==================== design 1
**Design 1: placement view**

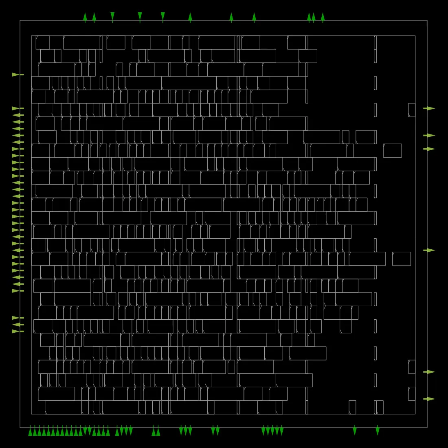

$ cat src/rtl/mmio_display_ctrl_pkg.sv
// mmio_display_ctrl_pkg: register offsets, CTRL bit positions and the hex segment table.
package mmio_display_ctrl_pkg;
  localparam logic [1:0] ADDR_DATA   = 2'd0;
  localparam logic [1:0] ADDR_CTRL   = 2'd1;
  localparam logic [1:0] ADDR_STATUS = 2'd2;
  localparam int CTRL_EN  = 0;
  localparam int CTRL_LZB = 1;
  localparam int CTRL_DP  = 8;
  // Active-low a..g in bits 0..6 for hex values 0..F.
  localparam logic [6:0] SEG_TABLE [16] = '{
    7'h40, 7'h79, 7'h24, 7'h30, 7'h19, 7'h12, 7'h02, 7'h78,
    7'h00, 7'h10, 7'h08, 7'h03, 7'h46, 7'h21, 7'h06, 7'h0E
  };
  function automatic logic [31:0] byte_merge(input logic [31:0] old, input logic [31:0] nw,
                                             input logic [3:0] be);
    logic [31:0] r;
    r = old;
    for (int i = 0; i < 4; i++) r[8*i +: 8] = be[i] ? nw[8*i +: 8] : old[8*i +: 8];
    return r;
  endfunction
endpackage

$ cat src/rtl/mmio_display_ctrl_dec.sv
// hex7seg_dec: 4-bit hex value to active-low 7-segment pattern.
module hex7seg_dec
  import mmio_display_ctrl_pkg::*;
(
  input  logic [3:0] hex,
  output logic [6:0] seg
);
  assign seg = SEG_TABLE[hex];
endmodule

$ cat src/rtl/mmio_display_ctrl.sv
// mmio_display_ctrl: memory-mapped multiplexed 7-segment display controller.
// Leading-zero blanking is built only when DISPLAY_LZ_BLANK_EN is defined.
module mmio_display_ctrl
  import mmio_display_ctrl_pkg::*;
#(
  parameter int NUM_DIGITS = 4,
  parameter int SCAN_DIV   = 25000
) (
  input  logic                  clk,
  input  logic                  rst_n,
  input  logic                  ce,
  input  logic [3:0]            wbe,
  input  logic [1:0]            address,
  input  logic [31:0]           data_in,
  output logic [31:0]           data_out,
  output logic [7:0]            segments,
  output logic [NUM_DIGITS-1:0] display_en_n
);
  localparam int PW = $clog2(SCAN_DIV);
  localparam logic [31:0] DMASK = 32'((64'd1 << (4*NUM_DIGITS)) - 64'd1);
  logic [31:0]   data_q;
  logic          en_q;
  logic          lzb_q;
  logic [7:0]    dp_q;
  logic [PW-1:0] presc;
  logic [2:0]    idx;
  logic [31:0]   ctrl_rd;
  logic [6:0]    seg;
  logic          blank;
  logic          wr_data;
  logic          wr_ctrl;
  assign wr_data = ce && (|wbe) && address == ADDR_DATA;
  assign wr_ctrl = ce && (|wbe) && address == ADDR_CTRL;
  always_comb begin
    ctrl_rd = '0;
    ctrl_rd[CTRL_EN] = en_q;
    ctrl_rd[CTRL_LZB] = lzb_q;
    ctrl_rd[CTRL_DP +: 8] = dp_q;
  end
  assign data_out = !ce ? 32'd0 :
                    address == ADDR_DATA   ? data_q :
                    address == ADDR_CTRL   ? ctrl_rd :
                    address == ADDR_STATUS ? {29'd0, idx} : 32'd0;
  hex7seg_dec u_dec (.hex(data_q[{idx, 2'b00} +: 4]), .seg(seg));
  // A digit is a leading zero when it and every higher nibble are zero.
  assign blank = lzb_q && (idx != 3'd0) && ((data_q >> {idx, 2'b00}) == 32'd0);
`ifdef DISPLAY_LZ_BLANK_EN
  always_ff @(posedge clk)
    if (!rst_n) lzb_q <= 1'b0;
    else if (wr_ctrl && wbe[CTRL_LZB/8]) lzb_q <= data_in[CTRL_LZB];
`else
  assign lzb_q = 1'b0;
`endif
  always_ff @(posedge clk) begin
    if (!rst_n) begin
      data_q       <= '0;
      en_q         <= 1'b0;
      dp_q         <= '0;
      presc        <= '0;
      idx          <= '0;
      segments     <= 8'hFF;
      display_en_n <= '1;
    end else begin
      if (wr_data) data_q <= byte_merge(data_q, data_in, wbe) & DMASK;
      if (wr_ctrl && wbe[CTRL_EN/8]) en_q <= data_in[CTRL_EN];
      if (wr_ctrl && wbe[CTRL_DP/8]) dp_q <= data_in[CTRL_DP +: 8];
      // Disabled scan parks at zero, so re-enabling always starts at digit 0.
      if (!en_q) begin
        presc <= '0;
        idx   <= '0;
      end else if (presc == PW'(SCAN_DIV - 1)) begin
        presc <= '0;
        idx   <= (idx == 3'(NUM_DIGITS - 1)) ? 3'd0 : idx + 3'd1;
      end else begin
        presc <= presc + 1'b1;
      end
      segments     <= en_q ? {~dp_q[idx], blank ? 7'h7F : seg} : 8'hFF;
      display_en_n <= en_q ? ~(NUM_DIGITS'(1) << idx) : '1;
    end
  end
endmodule
$ cat config.mk
export PLATFORM = sky130hd
export DESIGN_NAME = mmio_display_ctrl
export DESIGN_NICKNAME = d
export VERILOG_FILES = /design/src/rtl/mmio_display_ctrl_pkg.sv /design/src/rtl/mmio_display_ctrl_dec.sv /design/src/rtl/mmio_display_ctrl.sv
export SDC_FILE = /design/constraint.sdc
export NUM_CORES = 1
export LEC_CHECK = 0
export ABC_AREA = 1
export CAP_MARGIN = 20
export CORE_MARGIN = 2
export CORE_UTILIZATION = 53
export CTS_CLUSTER_DIAMETER = 30
export DETAILED_ROUTE_END_ITERATION = 8
export GPL_ROUTABILITY_DRIVEN = 0
export PLACE_DENSITY = 0.93
export SLEW_MARGIN = 5
export SYNTH_ARGS = -nofsm -noshare
export SYNTH_HDL_FRONTEND = slang
export SYNTH_HIERARCHICAL = 1
export SYNTH_SLANG_ARGS = --single-unit
$ cat constraint.sdc
create_clock -name clk -period 3.6 [get_ports clk]
set_input_delay 0.72 -clock clk [delete_from_list [all_inputs] [get_ports clk]]
set_output_delay 0.72 -clock clk [all_outputs]
set_load 0.05 [all_outputs]
==================== design 2
[config.mk]
export PLATFORM = sky130hd
export DESIGN_NAME = uprog_fsm_param_flat
export DESIGN_NICKNAME = d
export VERILOG_FILES = /design/src/rtl/uprog_pkg.sv /design/src/rtl/uprog_fsm_param_if.sv /design/src/rtl/uprog_store.sv /design/src/rtl/uprog_fsm_param.sv /design/src/flat_wrapper.sv
export SDC_FILE = /design/constraint.sdc
export NUM_CORES = 1
export LEC_CHECK = 0
export CORE_MARGIN = 4
export CORE_UTILIZATION = 58
export CTS_BUF_LIST = sky130_fd_sc_hd__clkbuf_8 sky130_fd_sc_hd__clkbuf_16
export CTS_CLUSTER_SIZE = 20
export DETAILED_ROUTE_END_ITERATION = 12
export PLACE_DENSITY = 0.78
export SLEW_MARGIN = 20
export SYNTH_ARGS = -nofsm -noshare
export SYNTH_HDL_FRONTEND = slang
export SYNTH_SLANG_ARGS = --single-unit
export TNS_END_PERCENT = 20
[constraint.sdc]
create_clock -name clk -period 1.8 [get_ports clk]
set_input_delay 0.36 -clock clk [delete_from_list [all_inputs] [get_ports clk]]
set_output_delay 0.36 -clock clk [all_outputs]
set_load 0.02 [all_outputs]
[src/rtl/uprog_pkg.sv]
// uprog_pkg: field widths and word-field helpers for the micro-programmed sequencer.
package uprog_pkg;
    function automatic int aw(int sw, int iw);
        return sw + iw;
    endfunction
    function automatic int ww(int sw, int ow);
        return sw + ow;
    endfunction
    // Store word layout is {next, out}; words are at most 32 bits wide.
    function automatic logic [31:0] get_next(logic [31:0] w, int sw, int ow);
        return (w >> ow) & ((32'd1 << sw) - 32'd1);
    endfunction
    function automatic logic [31:0] get_out(logic [31:0] w, int ow);
        return w & ((32'd1 << ow) - 32'd1);
    endfunction
endpackage

[src/rtl/uprog_fsm_param_if.sv]
// uprog_fsm_param_if: run/program bus between a host and the sequencer.
interface uprog_fsm_param_if #(
    parameter int SW = 2,
    parameter int IW = 2,
    parameter int OW = 2
);
    logic en;
    logic [IW-1:0] in;
    logic [SW-1:0] state;
    logic [OW-1:0] out;
    logic chg;
    logic err;
    logic pwe;
    logic [SW+IW-1:0] paddr;
    logic [SW+OW-1:0] pdata;
    modport master(output en, in, pwe, paddr, pdata, input state, out, chg, err);
    modport slave(input en, in, pwe, paddr, pdata, output state, out, chg, err);
endinterface

[src/rtl/uprog_store.sv]
// uprog_store: writable control store with per-word valid bits, async read port.
module uprog_store #(
    parameter int AW = 4,
    parameter int WW = 4
) (
    input  logic          clk,
    input  logic          clr,
    input  logic          we,
    input  logic [AW-1:0] waddr,
    input  logic [WW-1:0] wdata,
    input  logic [AW-1:0] raddr,
    output logic [WW-1:0] rdata,
    output logic          rvalid
);
    logic [WW-1:0] mem [2**AW];
    logic [2**AW-1:0] valid;
    // Data bits carry no reset; writes are dropped while clr is held low.
    always_ff @(posedge clk)
        if (clr && we) mem[waddr] <= wdata;
    always_ff @(posedge clk or negedge clr)
        if (!clr) valid <= '0;
        else if (we) valid[waddr] <= 1'b1;
    assign rdata = mem[raddr];
    assign rvalid = valid[raddr];
endmodule

[src/rtl/uprog_fsm_param.sv]
// uprog_fsm_param: micro-programmed Moore sequencer; store word {next, out} fetched at {state, in}.
module uprog_fsm_param
    import uprog_pkg::*;
#(
    parameter int SW = 2,
    parameter int IW = 2,
    parameter int OW = 2,
    parameter logic [SW-1:0] RST_STATE = '0,
    parameter logic [OW-1:0] RST_OUT = '0
) (
    input logic clk,
    input logic clr,
    uprog_fsm_param_if.slave bus
);
    localparam int AW = aw(SW, IW);
    localparam int WW = ww(SW, OW);
    logic [SW-1:0] state_q;
    logic [OW-1:0] out_q;
    logic chg_q, err_q;
    logic [WW-1:0] rdata;
    logic rvalid;
    logic [SW-1:0] nxt;
    logic [OW-1:0] nout;
    uprog_store #(.AW(AW), .WW(WW)) u_store (
        .clk(clk),
        .clr(clr),
        .we(bus.pwe),
        .waddr(bus.paddr),
        .wdata(bus.pdata),
        .raddr({state_q, bus.in}),
        .rdata(rdata),
        .rvalid(rvalid)
    );
    assign nxt = SW'(get_next(32'(rdata), SW, OW));
    assign nout = OW'(get_out(32'(rdata), OW));
    // Store read is combinational and the write lands at the edge, so a same-edge fetch sees the old word.
    always_ff @(posedge clk or negedge clr)
        if (!clr) begin
            state_q <= RST_STATE;
            out_q <= RST_OUT;
            chg_q <= 1'b0;
            err_q <= 1'b0;
        end else begin
            chg_q <= 1'b0;
            if (bus.en && rvalid) begin
                state_q <= nxt;
                out_q <= nout;
                chg_q <= nxt != state_q;
            end else if (bus.en) err_q <= 1'b1;
        end
    assign bus.state = state_q;
    assign bus.out = out_q;
    assign bus.chg = chg_q;
    assign bus.err = err_q;
endmodule

[src/flat_wrapper.sv]
// flat-port wrapper written by rule: the top's interface ports become plain ports
module uprog_fsm_param_flat import uprog_pkg::*;
#(
    parameter int SW = 2,
    parameter int IW = 2,
    parameter int OW = 2,
    parameter logic [SW-1:0] RST_STATE = '0,
    parameter logic [OW-1:0] RST_OUT = '0
)
  (clk, clr, bus_en, bus_in, bus_pwe, bus_paddr, bus_pdata, bus_state, bus_out, bus_chg, bus_err);
  uprog_fsm_param_if #(.SW(SW), .IW(IW), .OW(OW)) bus_i ();
  input logic clk;
  input logic clr;
  input wire logic [$bits(bus_i.en)-1:0] bus_en;
  input wire logic [$bits(bus_i.in)-1:0] bus_in;
  input wire logic [$bits(bus_i.pwe)-1:0] bus_pwe;
  input wire logic [$bits(bus_i.paddr)-1:0] bus_paddr;
  input wire logic [$bits(bus_i.pdata)-1:0] bus_pdata;
  output wire logic [$bits(bus_i.state)-1:0] bus_state;
  output wire logic [$bits(bus_i.out)-1:0] bus_out;
  output wire logic [$bits(bus_i.chg)-1:0] bus_chg;
  output wire logic [$bits(bus_i.err)-1:0] bus_err;
  assign bus_i.en = bus_en;
  assign bus_i.in = bus_in;
  assign bus_i.pwe = bus_pwe;
  assign bus_i.paddr = bus_paddr;
  assign bus_i.pdata = bus_pdata;
  assign bus_state = bus_i.state;
  assign bus_out = bus_i.out;
  assign bus_chg = bus_i.chg;
  assign bus_err = bus_i.err;
  uprog_fsm_param #(.SW(SW), .IW(IW), .OW(OW), .RST_STATE(RST_STATE), .RST_OUT(RST_OUT)) u_core (.clk(clk), .clr(clr), .bus(bus_i));
endmodule
**Design 2: signal wires by layer**

Scale: 4 px per um. Two of the layers only.
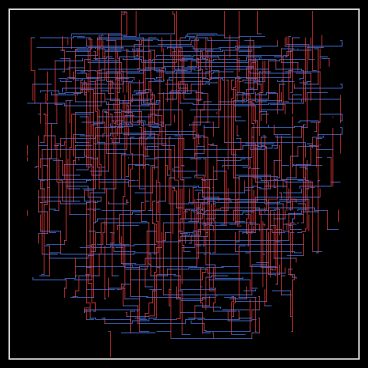
legend:
  met2:
    color: red
    wire_length: 3780 um
  met1:
    color: blue
    wire_length: 3180 um

==> ci_impl_report.md, design 2 <==
### Yosys + OpenROAD results

| Metric | Value |
|---|---|
| Routed vias/inst | a little over 6 |
| Met3 Use GR | 0.04541 |
| DP Area | between 0.004 and 0.005 mm^2 |
| Area of the core | 0.005991 mm^2 |
| Non-CTS buffers | 66 |
| RePlAce Congestion | about 0.84 |
| Top Consumer | registers |
| Overall Global Routing Usage | 0.2201 |
| Number of diodes | 0 |
| Status | finished, final reports clean |
| Synth cell types | 33 |
| FP Util | 0.6048 |
| Leading cell kind | flip-flops and latches |
| # clk buffers | 9 |
| Hold Vio Cnt, Final | 0 |
| Root Driver | clkbuf_8 |
| Layer with the highest usage | met2 |
| TritonCTS Buffers | 9 |
| Cell Chain, Critical Path | mux2i_1 > mux4_2 > nor3b_2 > a31o_2 > mux2_4 |
| Switching power | roughly 1.3 mW |
| Flops | approximately 86 |
| Die width | between 80 and 90 um |
| Post-CTS Hold Buffers | 0 |
| Most frequent cell after synthesis | edfxtp_1 |
| DR vias | between 2000 and 2500 |
| Fin worst setup slack | roughly 0.0069 ns |
| Iteration-0 DRC Markers | between 200 and 250 |
| RSZ-0062 raised after global routing | true |
| Warnings from Yosys | 0 |
| Layout Utilization | 0.7581 |
| R2R Path End | u_core.bus.out[0] |
| M1 GR Usage | 0.3117 |
| Non-Clock Buffer Area Fraction | 0.1317 |
| Die Area | between 0.007 and 0.008 mm^2 |
| Fraction of area in multi-input gates | 0.2504 |
**Design 1: signal wires by layer**

Scale: 4 px per um. Two of the layers only.
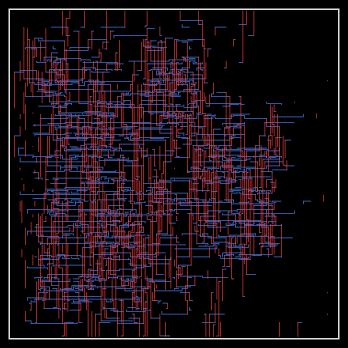
legend:
  met2:
    color: red
    wire_length: 3550 um
  met1:
    color: blue
    wire_length: 2940 um

Notes on 'placement view' of design 1 above:
Seq/total area: 0.2935
fill cell count: 510
Finished Layout Cells: 603
FP Rows: 28
Layout Utilization: 0.6373

==> ci_impl_report.md, design 1 <==
### Yosys + OpenROAD results

| Metric | Value |
|---|---|
| Status | finished, final reports clean |
| WP depth | 7 |
| Max FFs per register | 16 |
| Clk cell area share | 0.03002 |
| PortBufs | 52 |
| Comb power | between 0.15 and 0.2 mW |
| Complex Gates by Area | 0.08075 |
| Worst reg-to-reg path cell count | 11 |
| Fin worst setup slack | roughly 0.6 ns |
| Crit path capture | data_out[0] |
| Tap Cells | 75 |
| Internal Pwr Total | around 0.88 mW |
| # clk buffers | 5 |
| Fin crit share | 0.8329 |
| Least-Margin Pin Slew | between 0.7 and 0.8 ns |
| WL per Instance | around 12 um |
| DP Area | 0.003638 mm^2 |
| Dominant Register Cell | dfxtp_1 |
| Final Net Count | ~580 |
| Crit-path slowest cell | clkdlybuf4s50_1 |
| Commonest cells after routing, fill and taps aside | nand2_1, nor2_1, dfxtp_1, inv_1, clkdlybuf4s50_1 |
| Top Consumer | registers |
| Comb_multi_in | between 300 and 400 |
| M1 WL | slightly below 3 mm |

==> notes/layouts.md <==
Pictures saved along the way, in no particular order.

Where the registers sit.
Scale: 6 px per um.
picture 1
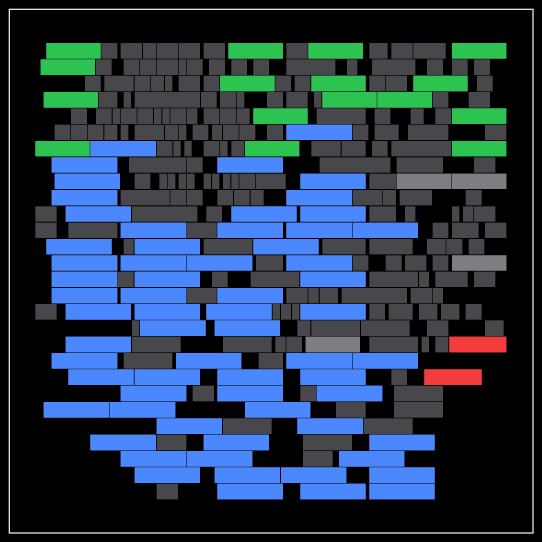
picture 2
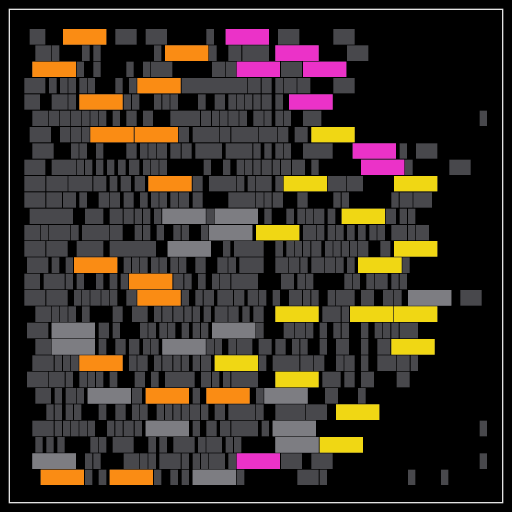
| picture | from |
|---|---|
| picture 2 | design 1 |
| picture 1 | design 2 |
- most cells: picture 2
- most sequential cells: picture 1

Key to picture 1:
legend:
  u_core.u_store.mem:
    color: blue
    sequential_cells: 64
  u_core.bus.state:
    color: red
    sequential_cells: 2
  u_core.u_store.valid:
    color: green
    sequential_cells: 16


==================== design 3
## src/rtl/adc_conv_seq.sv

```systemverilog
// Conversion sequencer for an 8-bit pipelined parallel ADC: divides aclk into adc_clk,
// discards the pipeline-latency samples after each start, then captures single or continuous samples.
module adc_conv_seq #(
  parameter int unsigned DATA_W   = 8,
  parameter int unsigned DIV_W    = 16,
  parameter int unsigned PIPE_LAT = 3
) (
  input  logic              aclk,
  input  logic              aresetn,
  input  logic              start,
  input  logic              stop,
  input  logic              cont,
  input  logic [DIV_W-1:0]  clk_div,
  input  logic              data_rd,
  output logic              adc_clk,
  input  logic [DATA_W-1:0] adc_data,
  output logic [DATA_W-1:0] sample_data,
  output logic              sample_valid,
  output logic              busy,
  output logic              done,
  output logic              data_fresh,
  output logic              overrun
);

  localparam int unsigned LAT_W = (PIPE_LAT < 2) ? 1 : $clog2(PIPE_LAT + 1);
  localparam logic [LAT_W-1:0] LAST_LAT = LAT_W'((PIPE_LAT == 0) ? 0 : PIPE_LAT - 1);

  typedef enum logic [1:0] {
    IDLE,
    WARMUP,
    RUN
  } state_t;

  state_t state, state_nxt;

  logic [DIV_W-1:0] div_lat;
  logic [DIV_W-1:0] ph_cnt;
  logic [LAT_W-1:0] lat_cnt;
  logic             cont_lat;

  logic accept;
  logic fall;
  logic capture;
  logic finish;
  logic lat_step;

  always_ff @(posedge aclk or negedge aresetn) begin
    if (!aresetn) state <= IDLE;
    else          state <= state_nxt;
  end

  // stop overrides everything, including a fall landing in the same cycle
  always_comb begin
    state_nxt = state;
    accept    = 1'b0;
    capture   = 1'b0;
    finish    = 1'b0;
    lat_step  = 1'b0;
    fall      = adc_clk && (ph_cnt == '0);
    if (stop) begin
      state_nxt = IDLE;
    end else begin
      unique case (state)
        IDLE: begin
          if (start) begin
            accept    = 1'b1;
            state_nxt = (PIPE_LAT == 0) ? RUN : WARMUP;
          end
        end
        WARMUP: begin
          if (fall) begin
            lat_step = 1'b1;
            if (lat_cnt == LAST_LAT) state_nxt = RUN;
          end
        end
        RUN: begin
          if (fall) begin
            capture = 1'b1;
            if (!cont_lat) begin
              finish    = 1'b1;
              state_nxt = IDLE;
            end
          end
        end
        default: state_nxt = IDLE;
      endcase
    end
  end

  assign busy = (state != IDLE);

  // Clock generator: adc_clk rises on the start edge, then toggles every div_lat cycles
  always_ff @(posedge aclk or negedge aresetn) begin
    if (!aresetn) begin
      adc_clk  <= 1'b0;
      ph_cnt   <= '0;
      div_lat  <= '0;
      cont_lat <= 1'b0;
      lat_cnt  <= '0;
    end else begin
      if (accept) begin
        div_lat  <= (clk_div == '0) ? DIV_W'(1) : clk_div;
        ph_cnt   <= (clk_div == '0) ? '0 : clk_div - DIV_W'(1);
        cont_lat <= cont;
        adc_clk  <= 1'b1;
      end else if (state_nxt == IDLE) begin
        adc_clk <= 1'b0;
        ph_cnt  <= '0;
      end else if (ph_cnt == '0) begin
        adc_clk <= ~adc_clk;
        ph_cnt  <= div_lat - DIV_W'(1);
      end else begin
        ph_cnt <= ph_cnt - DIV_W'(1);
      end

      if (accept)        lat_cnt <= '0;
      else if (lat_step) lat_cnt <= lat_cnt + LAT_W'(1);
    end
  end

  always_ff @(posedge aclk or negedge aresetn) begin
    if (!aresetn) begin
      sample_data  <= '0;
      sample_valid <= 1'b0;
      done         <= 1'b0;
    end else begin
      sample_valid <= capture;
      done         <= finish;
      if (capture) sample_data <= adc_data;
    end
  end

  // Flags react to the visible sample_valid pulse so a read in that cycle cannot lose the new sample
  always_ff @(posedge aclk or negedge aresetn) begin
    if (!aresetn) begin
      data_fresh <= 1'b0;
      overrun    <= 1'b0;
    end else begin
      if (sample_valid) begin
        data_fresh <= 1'b1;
        if (data_fresh && !data_rd) overrun <= 1'b1;
      end else if (data_rd) begin
        data_fresh <= 1'b0;
      end
      if (accept) overrun <= 1'b0;
    end
  end

endmodule

```

## config.mk

```make
export PLATFORM = sky130hd
export DESIGN_NAME = adc_conv_seq
export DESIGN_NICKNAME = d
export VERILOG_FILES = /design/src/rtl/adc_conv_seq.sv
export SDC_FILE = /design/constraint.sdc
export NUM_CORES = 1
export LEC_CHECK = 0
export CAP_MARGIN = 25
export CORE_MARGIN = 4
export CORE_UTILIZATION = 49
export DETAILED_ROUTE_END_ITERATION = 12
export HOLD_SLACK_MARGIN = 0.02
export PLACE_DENSITY = 0.89
export SETUP_SLACK_MARGIN = 0.2
export SLEW_MARGIN = 10
export SYNTH_ARGS = -nofsm -noshare
export SYNTH_HDL_FRONTEND = slang
export SYNTH_SLANG_ARGS = --single-unit
```

## constraint.sdc

```tcl
create_clock -name aclk -period 2.6 [get_ports aclk]
set_input_delay 0.39 -clock aclk [delete_from_list [all_inputs] [get_ports aclk]]
set_output_delay 0.39 -clock aclk [all_outputs]
set_load 0.02 [all_outputs]
```

==================== design 4
**src/rtl/apb_cmd_master.sv**
```systemverilog
// APB requester: turns single read/write commands into one SETUP/ACCESS transfer each
// and returns read data plus error/timeout status on a valid/ready response channel.
module apb_cmd_master #(
  parameter int unsigned ADDR_W         = 32,
  parameter int unsigned DATA_W         = 32,
  parameter int unsigned TIMEOUT_CYCLES = 16
) (
  input  logic              pclk,
  input  logic              preset,
  // command channel
  input  logic              cmd_valid,
  output logic              cmd_ready,
  input  logic              cmd_write,
  input  logic [ADDR_W-1:0] cmd_addr,
  input  logic [DATA_W-1:0] cmd_wdata,
  // response channel
  output logic              rsp_valid,
  input  logic              rsp_ready,
  output logic [DATA_W-1:0] rsp_rdata,
  output logic              rsp_slverr,
  output logic              rsp_timeout,
  // APB requester port
  output logic              psel,
  output logic              penable,
  output logic              pwrite,
  output logic [ADDR_W-1:0] paddr,
  output logic [DATA_W-1:0] pwdata,
  input  logic              pready,
  input  logic [DATA_W-1:0] prdata,
  input  logic              pslverr
);

  localparam int unsigned CNT_W = (TIMEOUT_CYCLES > 1) ? $clog2(TIMEOUT_CYCLES) : 1;
  localparam logic [CNT_W-1:0] CNT_LAST = CNT_W'(TIMEOUT_CYCLES - 1);

  localparam logic [1:0] ST_IDLE   = 2'd0;
  localparam logic [1:0] ST_SETUP  = 2'd1;
  localparam logic [1:0] ST_ACCESS = 2'd2;
  localparam logic [1:0] ST_RESP   = 2'd3;

  logic [1:0]        state,       state_d;
  logic [CNT_W-1:0]  wait_cnt,    wait_cnt_d;
  logic              psel_d,      penable_d,   pwrite_d;
  logic [ADDR_W-1:0] paddr_d;
  logic [DATA_W-1:0] pwdata_d;
  logic              rsp_valid_d, rsp_slverr_d, rsp_timeout_d;
  logic [DATA_W-1:0] rsp_rdata_d;

  // Only IDLE takes a command; reset masks it immediately.
  assign cmd_ready = (state == ST_IDLE) && !preset;

  // State and output registers.
  always_ff @(posedge pclk) begin
    if (preset) begin
      state       <= ST_IDLE;
      wait_cnt    <= '0;
      psel        <= 1'b0;
      penable     <= 1'b0;
      pwrite      <= 1'b0;
      paddr       <= '0;
      pwdata      <= '0;
      rsp_valid   <= 1'b0;
      rsp_rdata   <= '0;
      rsp_slverr  <= 1'b0;
      rsp_timeout <= 1'b0;
    end else begin
      state       <= state_d;
      wait_cnt    <= wait_cnt_d;
      psel        <= psel_d;
      penable     <= penable_d;
      pwrite      <= pwrite_d;
      paddr       <= paddr_d;
      pwdata      <= pwdata_d;
      rsp_valid   <= rsp_valid_d;
      rsp_rdata   <= rsp_rdata_d;
      rsp_slverr  <= rsp_slverr_d;
      rsp_timeout <= rsp_timeout_d;
    end
  end

  // Next-state and next-output decode; everything holds unless a transition says otherwise.
  always_comb begin
    state_d       = state;
    wait_cnt_d    = wait_cnt;
    psel_d        = psel;
    penable_d     = penable;
    pwrite_d      = pwrite;
    paddr_d       = paddr;
    pwdata_d      = pwdata;
    rsp_valid_d   = rsp_valid;
    rsp_rdata_d   = rsp_rdata;
    rsp_slverr_d  = rsp_slverr;
    rsp_timeout_d = rsp_timeout;

    case (state)
      ST_IDLE: begin
        if (cmd_valid) begin
          state_d   = ST_SETUP;
          pwrite_d  = cmd_write;
          paddr_d   = cmd_addr;
          pwdata_d  = cmd_wdata;
          psel_d    = 1'b1;
          penable_d = 1'b0;
        end
      end

      ST_SETUP: begin
        state_d    = ST_ACCESS;
        penable_d  = 1'b1;
        wait_cnt_d = '0;
      end

      ST_ACCESS: begin
        // pready wins over an expiring watchdog on the same cycle
        if (pready) begin
          state_d       = ST_RESP;
          psel_d        = 1'b0;
          penable_d     = 1'b0;
          rsp_valid_d   = 1'b1;
          rsp_rdata_d   = (!pwrite && !pslverr) ? prdata : '0;
          rsp_slverr_d  = pslverr;
          rsp_timeout_d = 1'b0;
        end else if (wait_cnt == CNT_LAST) begin
          state_d       = ST_RESP;
          psel_d        = 1'b0;
          penable_d     = 1'b0;
          rsp_valid_d   = 1'b1;
          rsp_rdata_d   = '0;
          rsp_slverr_d  = 1'b1;
          rsp_timeout_d = 1'b1;
        end else begin
          wait_cnt_d = wait_cnt + CNT_W'(1);
        end
      end

      ST_RESP: begin
        if (rsp_ready) begin
          state_d     = ST_IDLE;
          rsp_valid_d = 1'b0;
        end
      end

      default: begin
        state_d   = ST_IDLE;
        psel_d    = 1'b0;
        penable_d = 1'b0;
      end
    endcase
  end

endmodule

```
**config.mk**
```make
export PLATFORM = sky130hd
export DESIGN_NAME = apb_cmd_master
export DESIGN_NICKNAME = d
export VERILOG_FILES = /design/src/rtl/apb_cmd_master.sv
export SDC_FILE = /design/constraint.sdc
export NUM_CORES = 1
export LEC_CHECK = 0
export ABC_CLOCK_PERIOD_IN_PS = 2390
export CORE_MARGIN = 2
export CORE_UTILIZATION = 43
export CTS_BUF_LIST = sky130_fd_sc_hd__clkbuf_2 sky130_fd_sc_hd__clkbuf_4 sky130_fd_sc_hd__clkbuf_8
export DETAILED_ROUTE_END_ITERATION = 12
export PLACE_DENSITY_LB_ADDON = 0.1
export SLEW_MARGIN = 20
export SYNTH_ARGS = -nofsm -noshare
export SYNTH_HDL_FRONTEND = slang
export SYNTH_SLANG_ARGS = --single-unit
```
**constraint.sdc**
```tcl
create_clock -name pclk -period 2.39 [get_ports pclk]
set_input_delay 0.478 -clock pclk [delete_from_list [all_inputs] [get_ports pclk]]
set_output_delay 0.478 -clock pclk [all_outputs]
set_load 0.02 [all_outputs]
```
==================== design 5
**src/rtl/apu_pkg.sv**
```systemverilog
// Shared constants and types for the APU stereo mixer and its output buffer.
package apu_pkg;

  localparam int NUM_CH    = 4;
  localparam int MAX_LEVEL = 15;
  localparam int LEVEL_W   = 4;

  // Volume fields of NR50: [6:4] left, [2:0] right.
  localparam int VOL_L_LSB = 4;
  localparam int VOL_R_LSB = 0;
  localparam int VOL_W     = 3;

  // Pan fields of NR51: [7:4] ch4..ch1 to left, [3:0] ch4..ch1 to right.
  localparam int PAN_L_LSB = 4;
  localparam int PAN_R_LSB = 0;

  // Pan sum of four channels (0..60) and that sum times a gain of 1..8 (0..480).
  localparam int SUM_W   = 6;
  localparam int MIX_W   = 9;
  localparam int MAX_MIX = NUM_CH * MAX_LEVEL * 8;

  localparam int SAMPLE_W = 16;

  typedef struct packed {
    logic [SAMPLE_W-1:0] left;
    logic [SAMPLE_W-1:0] right;
  } stereo_t;

  // Accumulator width that holds a full window of maximum contributions.
  function automatic int acc_width(input int decim);
    return $clog2(MAX_MIX * decim + 1);
  endfunction

endpackage

```
**src/rtl/apu_sample_fifo.sv**
```systemverilog
// Two-entry in-order stereo sample buffer. Slot 0 is always the head and is
// registered, so a sample pushed into an empty buffer shows up one cycle later
// and the head holds its last value once the buffer drains.
module apu_sample_fifo
  import apu_pkg::*;
(
  input  logic    clk,
  input  logic    rst_n,
  input  logic    push,
  input  stereo_t push_data,
  input  logic    pop,        // pop request; ignored while empty
  output stereo_t head_data,
  output logic    full,
  output logic    empty,
  output logic    drop        // push refused because the buffer stayed full
);

  logic [1:0] count_q, count_d;
  stereo_t    slot0_q, slot0_d;
  stereo_t    slot1_q, slot1_d;
  logic       pop_ok;

  // Next-state: a pop is serviced before a push, so full + pop + push is accepted.
  always_comb begin
    count_d = count_q;
    slot0_d = slot0_q;
    slot1_d = slot1_q;
    pop_ok  = pop && (count_q != 2'd0);
    drop    = push && (count_q == 2'd2) && !pop_ok;
    case (count_q)
      2'd0: begin
        if (push) begin
          slot0_d = push_data;
          count_d = 2'd1;
        end
      end
      2'd1: begin
        if (push && pop_ok) begin
          slot0_d = push_data;
        end else if (push) begin
          slot1_d = push_data;
          count_d = 2'd2;
        end else if (pop_ok) begin
          count_d = 2'd0;
        end
      end
      default: begin
        if (pop_ok) begin
          slot0_d = slot1_q;
          if (push) begin
            slot1_d = push_data;
          end else begin
            count_d = 2'd1;
          end
        end
      end
    endcase
  end

  // State register.
  always_ff @(posedge clk or negedge rst_n) begin
    if (!rst_n) begin
      count_q <= 2'd0;
      slot0_q <= '0;
      slot1_q <= '0;
    end else begin
      count_q <= count_d;
      slot0_q <= slot0_d;
      slot1_q <= slot1_d;
    end
  end

  assign head_data = slot0_q;
  assign full      = (count_q == 2'd2);
  assign empty     = (count_q == 2'd0);

endmodule

```
**src/rtl/apu_mixer.sv**
```systemverilog
// Stereo pan/volume mixer with box-car decimation over DECIM cycles. Each
// finished window sum is queued into a two-entry buffer for the serializer.
module apu_mixer
  import apu_pkg::*;
#(
  parameter int DECIM = 91
) (
  input  logic                clockgb,
  input  logic                resetn,
  input  logic [LEVEL_W-1:0]  ch1,
  input  logic [LEVEL_W-1:0]  ch2,
  input  logic [LEVEL_W-1:0]  ch3,
  input  logic [LEVEL_W-1:0]  ch4,
  input  logic [7:0]          nr50,
  input  logic [7:0]          nr51,
  input  logic                enable,
  input  logic                clear_overrun,
  output logic [SAMPLE_W-1:0] sample_left,
  output logic [SAMPLE_W-1:0] sample_right,
  output logic                sample_valid,
  input  logic                sample_ready,
  output logic                overrun
);

  localparam int ACC_W = acc_width(DECIM);
  localparam int WIN_W = $clog2(DECIM);
  localparam logic [WIN_W-1:0] WIN_LAST = WIN_W'(DECIM - 1);

  logic [LEVEL_W-1:0] ch_arr [NUM_CH];
  logic [LEVEL_W-1:0] term_l [NUM_CH];
  logic [LEVEL_W-1:0] term_r [NUM_CH];
  logic [SUM_W-1:0]   sum_l, sum_r;
  logic [3:0]         gain_l, gain_r;
  logic [MIX_W-1:0]   mix_l, mix_r;
  logic [ACC_W-1:0]   acc_l_q, acc_l_d, acc_r_q, acc_r_d;
  logic [ACC_W-1:0]   fin_l, fin_r;
  logic [WIN_W-1:0]   win_q, win_d;
  logic               win_end;
  logic               overrun_q, overrun_d;
  stereo_t            push_pair, head_pair;
  logic               fifo_full, fifo_empty, fifo_drop;

  assign ch_arr[0] = ch1;
  assign ch_arr[1] = ch2;
  assign ch_arr[2] = ch3;
  assign ch_arr[3] = ch4;

  // Per-channel pan gating; a disabled APU contributes silence.
  for (genvar gi = 0; gi < NUM_CH; gi++) begin : g_pan
    assign term_l[gi] = (enable && nr51[PAN_L_LSB + gi]) ? ch_arr[gi] : '0;
    assign term_r[gi] = (enable && nr51[PAN_R_LSB + gi]) ? ch_arr[gi] : '0;
  end

  assign gain_l = {1'b0, nr50[VOL_L_LSB +: VOL_W]} + 4'd1;
  assign gain_r = {1'b0, nr50[VOL_R_LSB +: VOL_W]} + 4'd1;

  // Pan sums and master volume for this cycle's contribution.
  always_comb begin
    sum_l = '0;
    sum_r = '0;
    for (int i = 0; i < NUM_CH; i++) begin
      sum_l = sum_l + SUM_W'(term_l[i]);
      sum_r = sum_r + SUM_W'(term_r[i]);
    end
    mix_l = MIX_W'(sum_l) * MIX_W'(gain_l);
    mix_r = MIX_W'(sum_r) * MIX_W'(gain_r);
  end

  // Window counter and accumulators; the last cycle of a window completes the sum.
  always_comb begin
    win_end = (win_q == WIN_LAST);
    fin_l   = acc_l_q + ACC_W'(mix_l);
    fin_r   = acc_r_q + ACC_W'(mix_r);
    if (win_end) begin
      win_d   = '0;
      acc_l_d = '0;
      acc_r_d = '0;
    end else begin
      win_d   = win_q + WIN_W'(1);
      acc_l_d = fin_l;
      acc_r_d = fin_r;
    end
  end

  // Fit the window sum into a 16-bit sample (saturate only if it can exceed it).
  if (ACC_W > SAMPLE_W) begin : g_sat
    assign push_pair.left  = (|fin_l[ACC_W-1:SAMPLE_W]) ? '1 : fin_l[SAMPLE_W-1:0];
    assign push_pair.right = (|fin_r[ACC_W-1:SAMPLE_W]) ? '1 : fin_r[SAMPLE_W-1:0];
  end else begin : g_ext
    assign push_pair.left  = SAMPLE_W'(fin_l);
    assign push_pair.right = SAMPLE_W'(fin_r);
  end

  // Sticky overrun: a drop in the same cycle as a clear keeps the flag set.
  always_comb begin
    overrun_d = overrun_q;
    if (fifo_drop) begin
      overrun_d = 1'b1;
    end else if (clear_overrun) begin
      overrun_d = 1'b0;
    end
  end

  // Mixer state registers.
  always_ff @(posedge clockgb or negedge resetn) begin
    if (!resetn) begin
      win_q     <= '0;
      acc_l_q   <= '0;
      acc_r_q   <= '0;
      overrun_q <= 1'b0;
    end else begin
      win_q     <= win_d;
      acc_l_q   <= acc_l_d;
      acc_r_q   <= acc_r_d;
      overrun_q <= overrun_d;
    end
  end

  apu_sample_fifo u_fifo (
    .clk       (clockgb),
    .rst_n     (resetn),
    .push      (win_end),
    .push_data (push_pair),
    .pop       (sample_ready),
    .head_data (head_pair),
    .full      (fifo_full),
    .empty     (fifo_empty),
    .drop      (fifo_drop)
  );

  assign sample_left  = head_pair.left;
  assign sample_right = head_pair.right;
  assign sample_valid = !fifo_empty;
  assign overrun      = overrun_q;

  // Vin bits of NR50 and the full flag are intentionally not used here.
  logic unused_ok;
  assign unused_ok = ^{nr50[7], nr50[3], fifo_full};

endmodule

```
**config.mk**
```make
export PLATFORM = sky130hd
export DESIGN_NAME = apu_mixer
export DESIGN_NICKNAME = d
export VERILOG_FILES = /design/src/rtl/apu_pkg.sv /design/src/rtl/apu_sample_fifo.sv /design/src/rtl/apu_mixer.sv
export SDC_FILE = /design/constraint.sdc
export NUM_CORES = 1
export LEC_CHECK = 0
export CELL_PAD_IN_SITES_DETAIL_PLACEMENT = 1
export CELL_PAD_IN_SITES_GLOBAL_PLACEMENT = 1
export CORE_MARGIN = 10
export CORE_UTILIZATION = 25
export DETAILED_ROUTE_END_ITERATION = 7
export PLACE_DENSITY = 0.58
export SETUP_SLACK_MARGIN = 0.3
export SLEW_MARGIN = 30
export SYNTH_ARGS = -nofsm -noshare
export SYNTH_HDL_FRONTEND = slang
export SYNTH_SLANG_ARGS = --single-unit
export TNS_END_PERCENT = 50
```
**constraint.sdc**
```tcl
create_clock -name clockgb -period 2.25 [get_ports clockgb]
set_input_delay 0.3375 -clock clockgb [delete_from_list [all_inputs] [get_ports clockgb]]
set_output_delay 0.3375 -clock clockgb [all_outputs]
set_load 0.05 [all_outputs]
```
**Design 3: met3 routing**

Scale: 4 px per um.
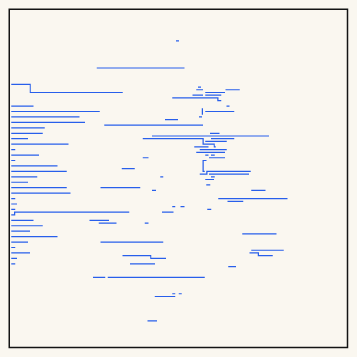
wire length on this layer: 609 um
nets with wire on the layer: 72

==> ci_impl_report.md, design 3 <==
### Yosys + OpenROAD results

| Metric | Value |
|---|---|
| Status | finished, final reports clean |
| Comb power | between 0.8 and 0.9 mW |
| Clock skew | 0.006841 ns |
| DRC Markers | 0 |
| Die Ht | approximately 84 um |
| Switching power | between 0.8 and 0.9 mW |
| Crit path capture | ph_cnt[14] |
| WL final | 7.545 mm |
| Top cell type's share of synthesized area | 0.4398 |
| RSZ-0062 raised after global routing | false |
| Worst Path Buf+Inv | 0 |
| Reg2reg start | ph_cnt[15] |
| Complex Gates by Area | 0.1865 |
| Crit-path slowest cell | dfrtp_1 |
| Cell area leaders | dfrtp_1, nand2_1, xnor2_1, mux2_2, a21oi_1 |
| H-tree depth | 2 |
| Fill cell count | approximately 430 |
| Fin crit share | 0.8938 |
| Fmax | approximately 430 MHz |
| Final min period | 2.324 ns |
| M1 WL | 3.011 mm |
| Switching share of power | 0.3495 |
| Met3 Use GR | 0.06183 |
| WL met2 | 3.646 mm |
| GR Overflow Total | 0 |
| Grt met2 use | 0.3694 |
| Warnings from Yosys | 0 |
| Number of global-route vias before repair | around 2700 |
| CP Data Required Time | roughly 2.8 ns |
| Synth cell types | roughly 57 |
| M1 GR Usage | 0.2599 |
| Final Max Slew Viols | 0 |
| Root Driver | clkbuf_8 |
| Setup tns final | 0 ns |
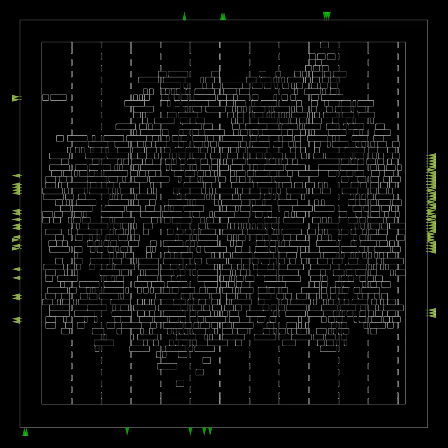
**Above:** design 5 (placement view).
Layout Utilization: 0.3907
Tap Cells: 384

==> ci_impl_report.md, design 5 <==
### Yosys + OpenROAD results

| Metric | Value |
|---|---|
| Status | complete, but fails checks |
| Failing checks | negative setup slack |
| Final min period | around 6 ns |
| Flops | approximately 110 |
| Clk latency late pin | approximately 0.36 ns |
| Number of diodes | 0 |
| R2R Path End | u_fifo.head_data[28] |
| Fin crit share | 2.694 |
| Complex Gates by Area | 0.1323 |
| Crit path capture | u_fifo.head_data[15] |
| Final setup fails | around 90 |
| CP Data Arrival Time | about 6.3 ns |
| Area of the core | around 0.029 mm^2 |
| DP Area | a little over 0.009 mm^2 |
| H-tree depth | 3 |
| Fin worst setup slack | -3.812 ns |
| Non-CTS buffers | ~230 |
| R2r setup slk | -0.04 ns |
**Design 4: signal wires by layer**

Scale: 4 px per um. Two of the layers only.
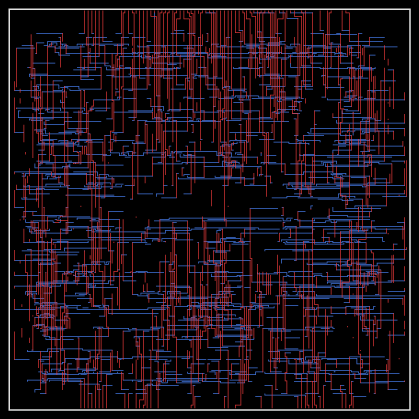
legend:
  met2:
    color: red
    wire_length: 5430 um
  met1:
    color: blue
    wire_length: 4690 um

==> ci_impl_report.md, design 4 <==
### Yosys + OpenROAD results

| Metric | Value |
|---|---|
| Non-Clock Buffer Area Fraction | 0.3409 |
| Flops | between 100 and 150 |
| Leading cell kind | flip-flops and latches |
| Worst hold path depth | 2 |
| Switching share of power | 0.3447 |
| Comb area leader | AND-OR/OR-AND gates |
| Non-CTS buffers | roughly 210 |
| FF+latch area | 0.002162 mm^2 |
| Inst Count DP | between 700 and 800 |
| Fmax | just over 500 MHz |
| WL met2 | approximately 5.4 mm |
| Power Total | between 5 and 6 mW |
| R2r setup slk | around 0.50 ns |
| Slew margin rel. | 0.6201 |
| M1 WL | about 4.7 mm |
| DP Area | roughly 0.006 mm^2 |
| DR vias | approximately 3700 |
| Worst hold path type | reg2reg |
| Setup tns final | 0 ns |
| Top Consumer | registers |
| Status | finished, final reports clean |
| Met3 WL | around 960 um |
| Seq/total area | 0.3445 |
| Final Net Count | 731 |
| Yosys stat chip area | roughly 0.0039 mm^2 |
| Crit-path slowest cell | dfxtp_1 |
| Final instance area | about 0.0063 mm^2 |
| Internal Pwr Total | about 3.6 mW |
| Multiplexer share | 0.007605 |
| Comb power | approximately 2.0 mW |
| Post-synth EDFFs | 0 |
| Pwr/cell area | between 800 and 900 mW/mm^2 |
| Ys flops | around 110 |
| Top cell excl fill/tap | clkdlybuf4s50_1 |
| Worst Setup Start Kind | flip-flop |
| Synth cell types | 35 |
| CP Data Arrival Time | 1.50 ns |
| CTS Sinks | roughly 110 |

==================== design 6
**Design 6: where the registers sit**

Scale: 8 px per um.
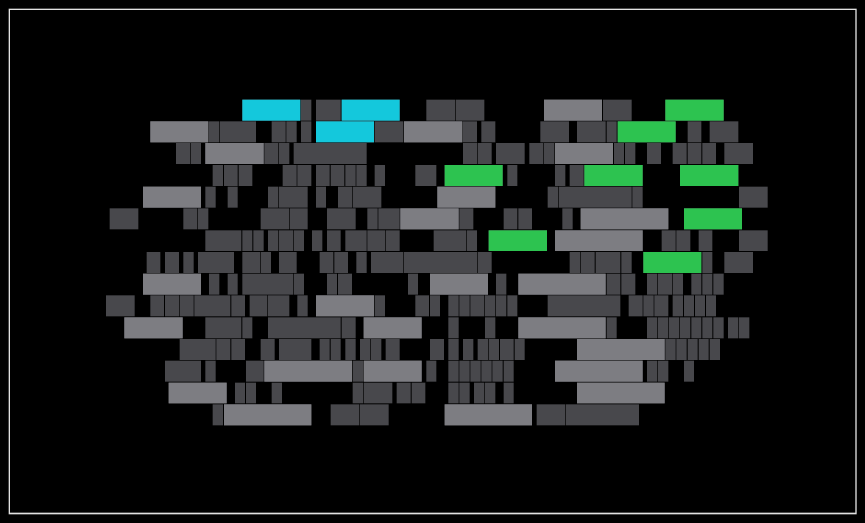
### src/rtl/uart_rx_pkg.sv
// Shared types and helpers for the UART receive frame engine.
package uart_rx_pkg;

  typedef enum logic [2:0] {IDLE, START, DATA, PARITY, STOP} rx_state_e;

  localparam logic PAR_EVEN = 1'b0;
  localparam logic PAR_ODD  = 1'b1;

  // Centre tick of a bit period.
  function automatic int mid_of(input int oversample);
    return oversample / 2;
  endfunction

endpackage

### src/rtl/uart_rx_vote.sv
// Three-sample majority voter: captures the line at MID-1 and MID, combines
// them with the live line at MID+1.
module uart_rx_vote
  import uart_rx_pkg::*;
#(
  parameter int OVERSAMPLE = 8
) (
  input  logic                          CLK,
  input  logic                          sample_tick,
  input  logic [$clog2(OVERSAMPLE)-1:0] tick_pos,
  input  logic                          rx_in,
  output logic                          vote
);

  localparam int CNT_W = $clog2(OVERSAMPLE);
  localparam logic [CNT_W-1:0] POS_LO  = CNT_W'(mid_of(OVERSAMPLE) - 1);
  localparam logic [CNT_W-1:0] POS_MID = CNT_W'(mid_of(OVERSAMPLE));

  logic samp_lo_p0;
  logic samp_mid_p0;

  function automatic logic majority3(input logic a, input logic b, input logic c);
    return (a & b) | (a & c) | (b & c);
  endfunction

  always_ff @(posedge CLK) begin
    if (sample_tick && tick_pos == POS_LO)  samp_lo_p0  <= rx_in;
    if (sample_tick && tick_pos == POS_MID) samp_mid_p0 <= rx_in;
  end

  assign vote = majority3(samp_lo_p0, samp_mid_p0, rx_in);

endmodule

### src/rtl/uart_rx_frame_check.sv
// UART receive frame engine: start validation, voted data bits, optional
// parity, STOP_BITS stop bits, registered word with per-frame error flags.
module uart_rx_frame_check
  import uart_rx_pkg::*;
#(
  parameter int DATA_W     = 8,
  parameter int OVERSAMPLE = 8,
  parameter int STOP_BITS  = 1
) (
  input  logic              CLK,
  input  logic              RST,
  input  logic              Sample_Tick,
  input  logic              Rx_In,
  input  logic              Par_En,
  input  logic              Par_Typ,
  output logic [DATA_W-1:0] Data,
  output logic              Data_Valid,
  output logic              Start_error,
  output logic              Parity_error,
  output logic              Stop_error,
  output logic              Busy
);

  localparam int CNT_W = $clog2(OVERSAMPLE);
  localparam int IDX_W = $clog2(DATA_W);
  localparam logic [CNT_W-1:0] LAST_TICK = CNT_W'(OVERSAMPLE - 1);
  localparam logic [CNT_W-1:0] VOTE_TICK = CNT_W'(mid_of(OVERSAMPLE) + 1);
  localparam logic [IDX_W-1:0] LAST_BIT  = IDX_W'(DATA_W - 1);
  localparam logic             LAST_STOP = 1'(STOP_BITS - 1);

  rx_state_e         state, state_nxt;
  logic [CNT_W-1:0]  tick_cnt, tick_pos;
  logic [IDX_W-1:0]  bit_idx;
  logic              stop_idx;
  logic              par_en_l, par_typ_l;
  logic              par_err_acc, stop_err_acc;
  logic [DATA_W-1:0] shift_p0;
  logic              vote;
  logic              at_vote, at_end;
  logic              frame_done, start_err_set;

  function automatic logic parity_fail(input logic [DATA_W-1:0] word,
                                       input logic pbit, input logic typ);
    logic want;
    want = (typ == PAR_EVEN) ? 1'b0 : 1'b1;
    return ((^word) ^ pbit) != want;
  endfunction

  // tick_cnt holds the position of the last consumed tick; the start tick is position 0.
  assign tick_pos = (tick_cnt == LAST_TICK) ? '0 : tick_cnt + CNT_W'(1);
  assign at_vote  = Sample_Tick && (tick_pos == VOTE_TICK);
  assign at_end   = Sample_Tick && (tick_pos == LAST_TICK);
  assign Busy     = (state != IDLE);

  uart_rx_vote #(.OVERSAMPLE(OVERSAMPLE)) u_vote (
    .CLK         (CLK),
    .sample_tick (Sample_Tick),
    .tick_pos    (tick_pos),
    .rx_in       (Rx_In),
    .vote        (vote)
  );

  always_comb begin
    state_nxt     = state;
    frame_done    = 1'b0;
    start_err_set = 1'b0;
    case (state)
      IDLE:   if (Sample_Tick && !Rx_In) state_nxt = START;
      START:  if (at_vote && vote) begin
                state_nxt     = IDLE;
                start_err_set = 1'b1;
              end else if (at_end) begin
                state_nxt = DATA;
              end
      DATA:   if (at_end && bit_idx == LAST_BIT) state_nxt = par_en_l ? PARITY : STOP;
      PARITY: if (at_end) state_nxt = STOP;
      STOP:   if (at_vote && stop_idx == LAST_STOP) begin
                state_nxt  = IDLE;
                frame_done = 1'b1;
              end
      default: state_nxt = IDLE;
    endcase
  end

  always_ff @(posedge CLK) begin
    if (RST) begin
      state        <= IDLE;
      tick_cnt     <= '0;
      bit_idx      <= '0;
      stop_idx     <= 1'b0;
      par_en_l     <= 1'b0;
      par_typ_l    <= 1'b0;
      par_err_acc  <= 1'b0;
      stop_err_acc <= 1'b0;
      Data         <= '0;
      Data_Valid   <= 1'b0;
      Start_error  <= 1'b0;
      Parity_error <= 1'b0;
      Stop_error   <= 1'b0;
    end else begin
      state       <= state_nxt;
      Data_Valid  <= frame_done;
      Start_error <= start_err_set;
      if (Sample_Tick) begin
        if (state == IDLE) begin
          if (!Rx_In) begin
            tick_cnt     <= '0;
            bit_idx      <= '0;
            stop_idx     <= 1'b0;
            par_en_l     <= Par_En;
            par_typ_l    <= Par_Typ;
            par_err_acc  <= 1'b0;
            stop_err_acc <= 1'b0;
          end
        end else begin
          tick_cnt <= tick_pos;
        end
      end
      if (state == DATA && at_end && bit_idx != LAST_BIT) bit_idx <= bit_idx + IDX_W'(1);
      if (state == PARITY && at_vote) par_err_acc <= parity_fail(shift_p0, vote, par_typ_l);
      if (state == STOP && at_vote) stop_err_acc <= stop_err_acc | ~vote;
      if (state == STOP && at_end) stop_idx <= stop_idx + 1'b1;
      if (frame_done) begin
        Data         <= shift_p0;
        Parity_error <= par_err_acc;
        Stop_error   <= stop_err_acc | ~vote;
      end
    end
  end

  // Data bits arrive LSB-first; after DATA_W shifts bit 0 sits at the bottom.
  always_ff @(posedge CLK) begin
    if (state == DATA && at_vote) shift_p0 <= {vote, shift_p0[DATA_W-1:1]};
  end

endmodule

### config.mk
export PLATFORM = sky130hd
export DESIGN_NAME = uart_rx_frame_check
export DESIGN_NICKNAME = d
export VERILOG_FILES = /design/src/rtl/uart_rx_pkg.sv /design/src/rtl/uart_rx_vote.sv /design/src/rtl/uart_rx_frame_check.sv
export SDC_FILE = /design/constraint.sdc
export NUM_CORES = 1
export LEC_CHECK = 0
export ABC_AREA = 1
export CAP_MARGIN = 20
export CORE_ASPECT_RATIO = 0.5
export CORE_MARGIN = 10
export CORE_UTILIZATION = 49
export CTS_BUF_LIST = sky130_fd_sc_hd__clkbuf_16
export DETAILED_ROUTE_END_ITERATION = 7
export PLACE_DENSITY = 0.71
export SLEW_MARGIN = 10
export SYNTH_ARGS = -nofsm -noshare
export SYNTH_HDL_FRONTEND = slang
export SYNTH_SLANG_ARGS = --single-unit
### constraint.sdc
create_clock -name CLK -period 4.7 [get_ports CLK]
set_clock_uncertainty 0.1 [all_clocks]
set_input_delay 1.175 -clock CLK [delete_from_list [all_inputs] [get_ports CLK]]
set_output_delay 1.175 -clock CLK [all_outputs]
set_load 0.01 [all_outputs]
==> ci_impl_report.md <==
### Yosys + OpenROAD results

| Metric | Value |
|---|---|
| Status | finished, final reports clean |
| Highest metal used | met4 |
| Clock power share | 0.429 |
| Iteration-0 DRC Markers | between 70 and 80 |
| Seq/total area | 0.3755 |
| WL met2 | 1.878 mm |
| CTS tree | done |
| Combinational gate area | 845.8 um^2 |
| Warnings from Yosys | 0 |
| Met3 WL | 141 um |
| Finished Layout Cells | 307 |
| Final setup fails | 0 |
| Yosys top cell by area | dfxtp_1 |
| Final instance area | roughly 0.0022 mm^2 |
| Comb power frac | 0.163 |
Notes on 'where the registers sit' of design 6 above:
legend:
  state:
    color: cyan
    sequential_cells: 3
  Data:
    color: green
    sequential_cells: 8



## Gallery

Where the registers sit.
shot_01.png
Scale: 6 px per um.
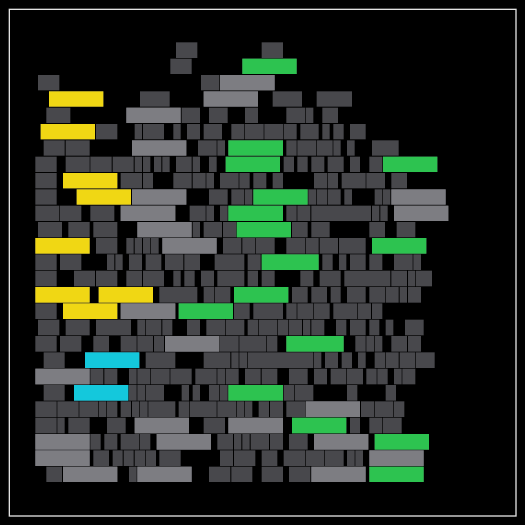
shot_02.png
Scale: 3 px per um.
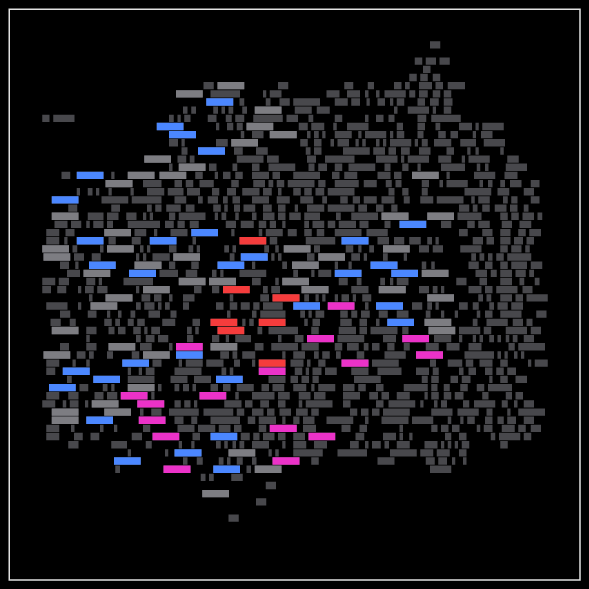
shot_03.png
Scale: 6 px per um.
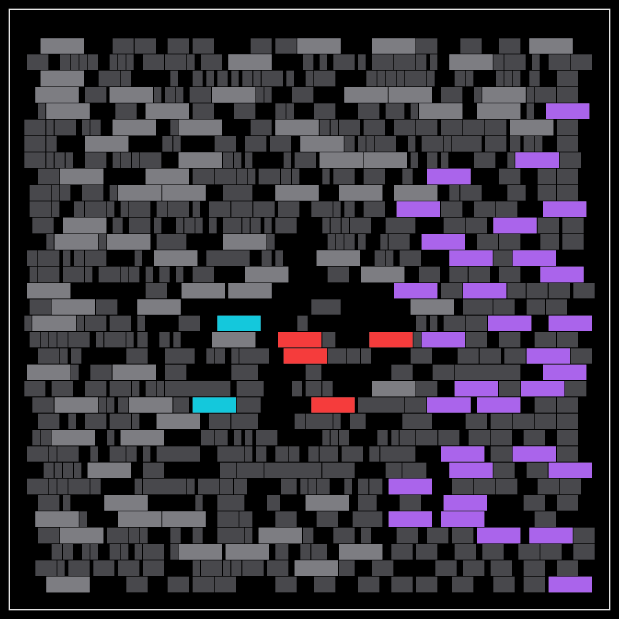
- fewest sequential cells: shot_01.png
design 3 -> shot_01.png
design 4 -> shot_03.png
design 5 -> shot_02.png

Key to shot_03.png:
legend:
  state:
    color: cyan
    sequential_cells: 2
  wait_cnt:
    color: red
    sequential_cells: 4
    where: center
  rsp_rdata:
    color: purple
    sequential_cells: 32
not colored: 70

Power is estimated from default activity; no workload was simulated.
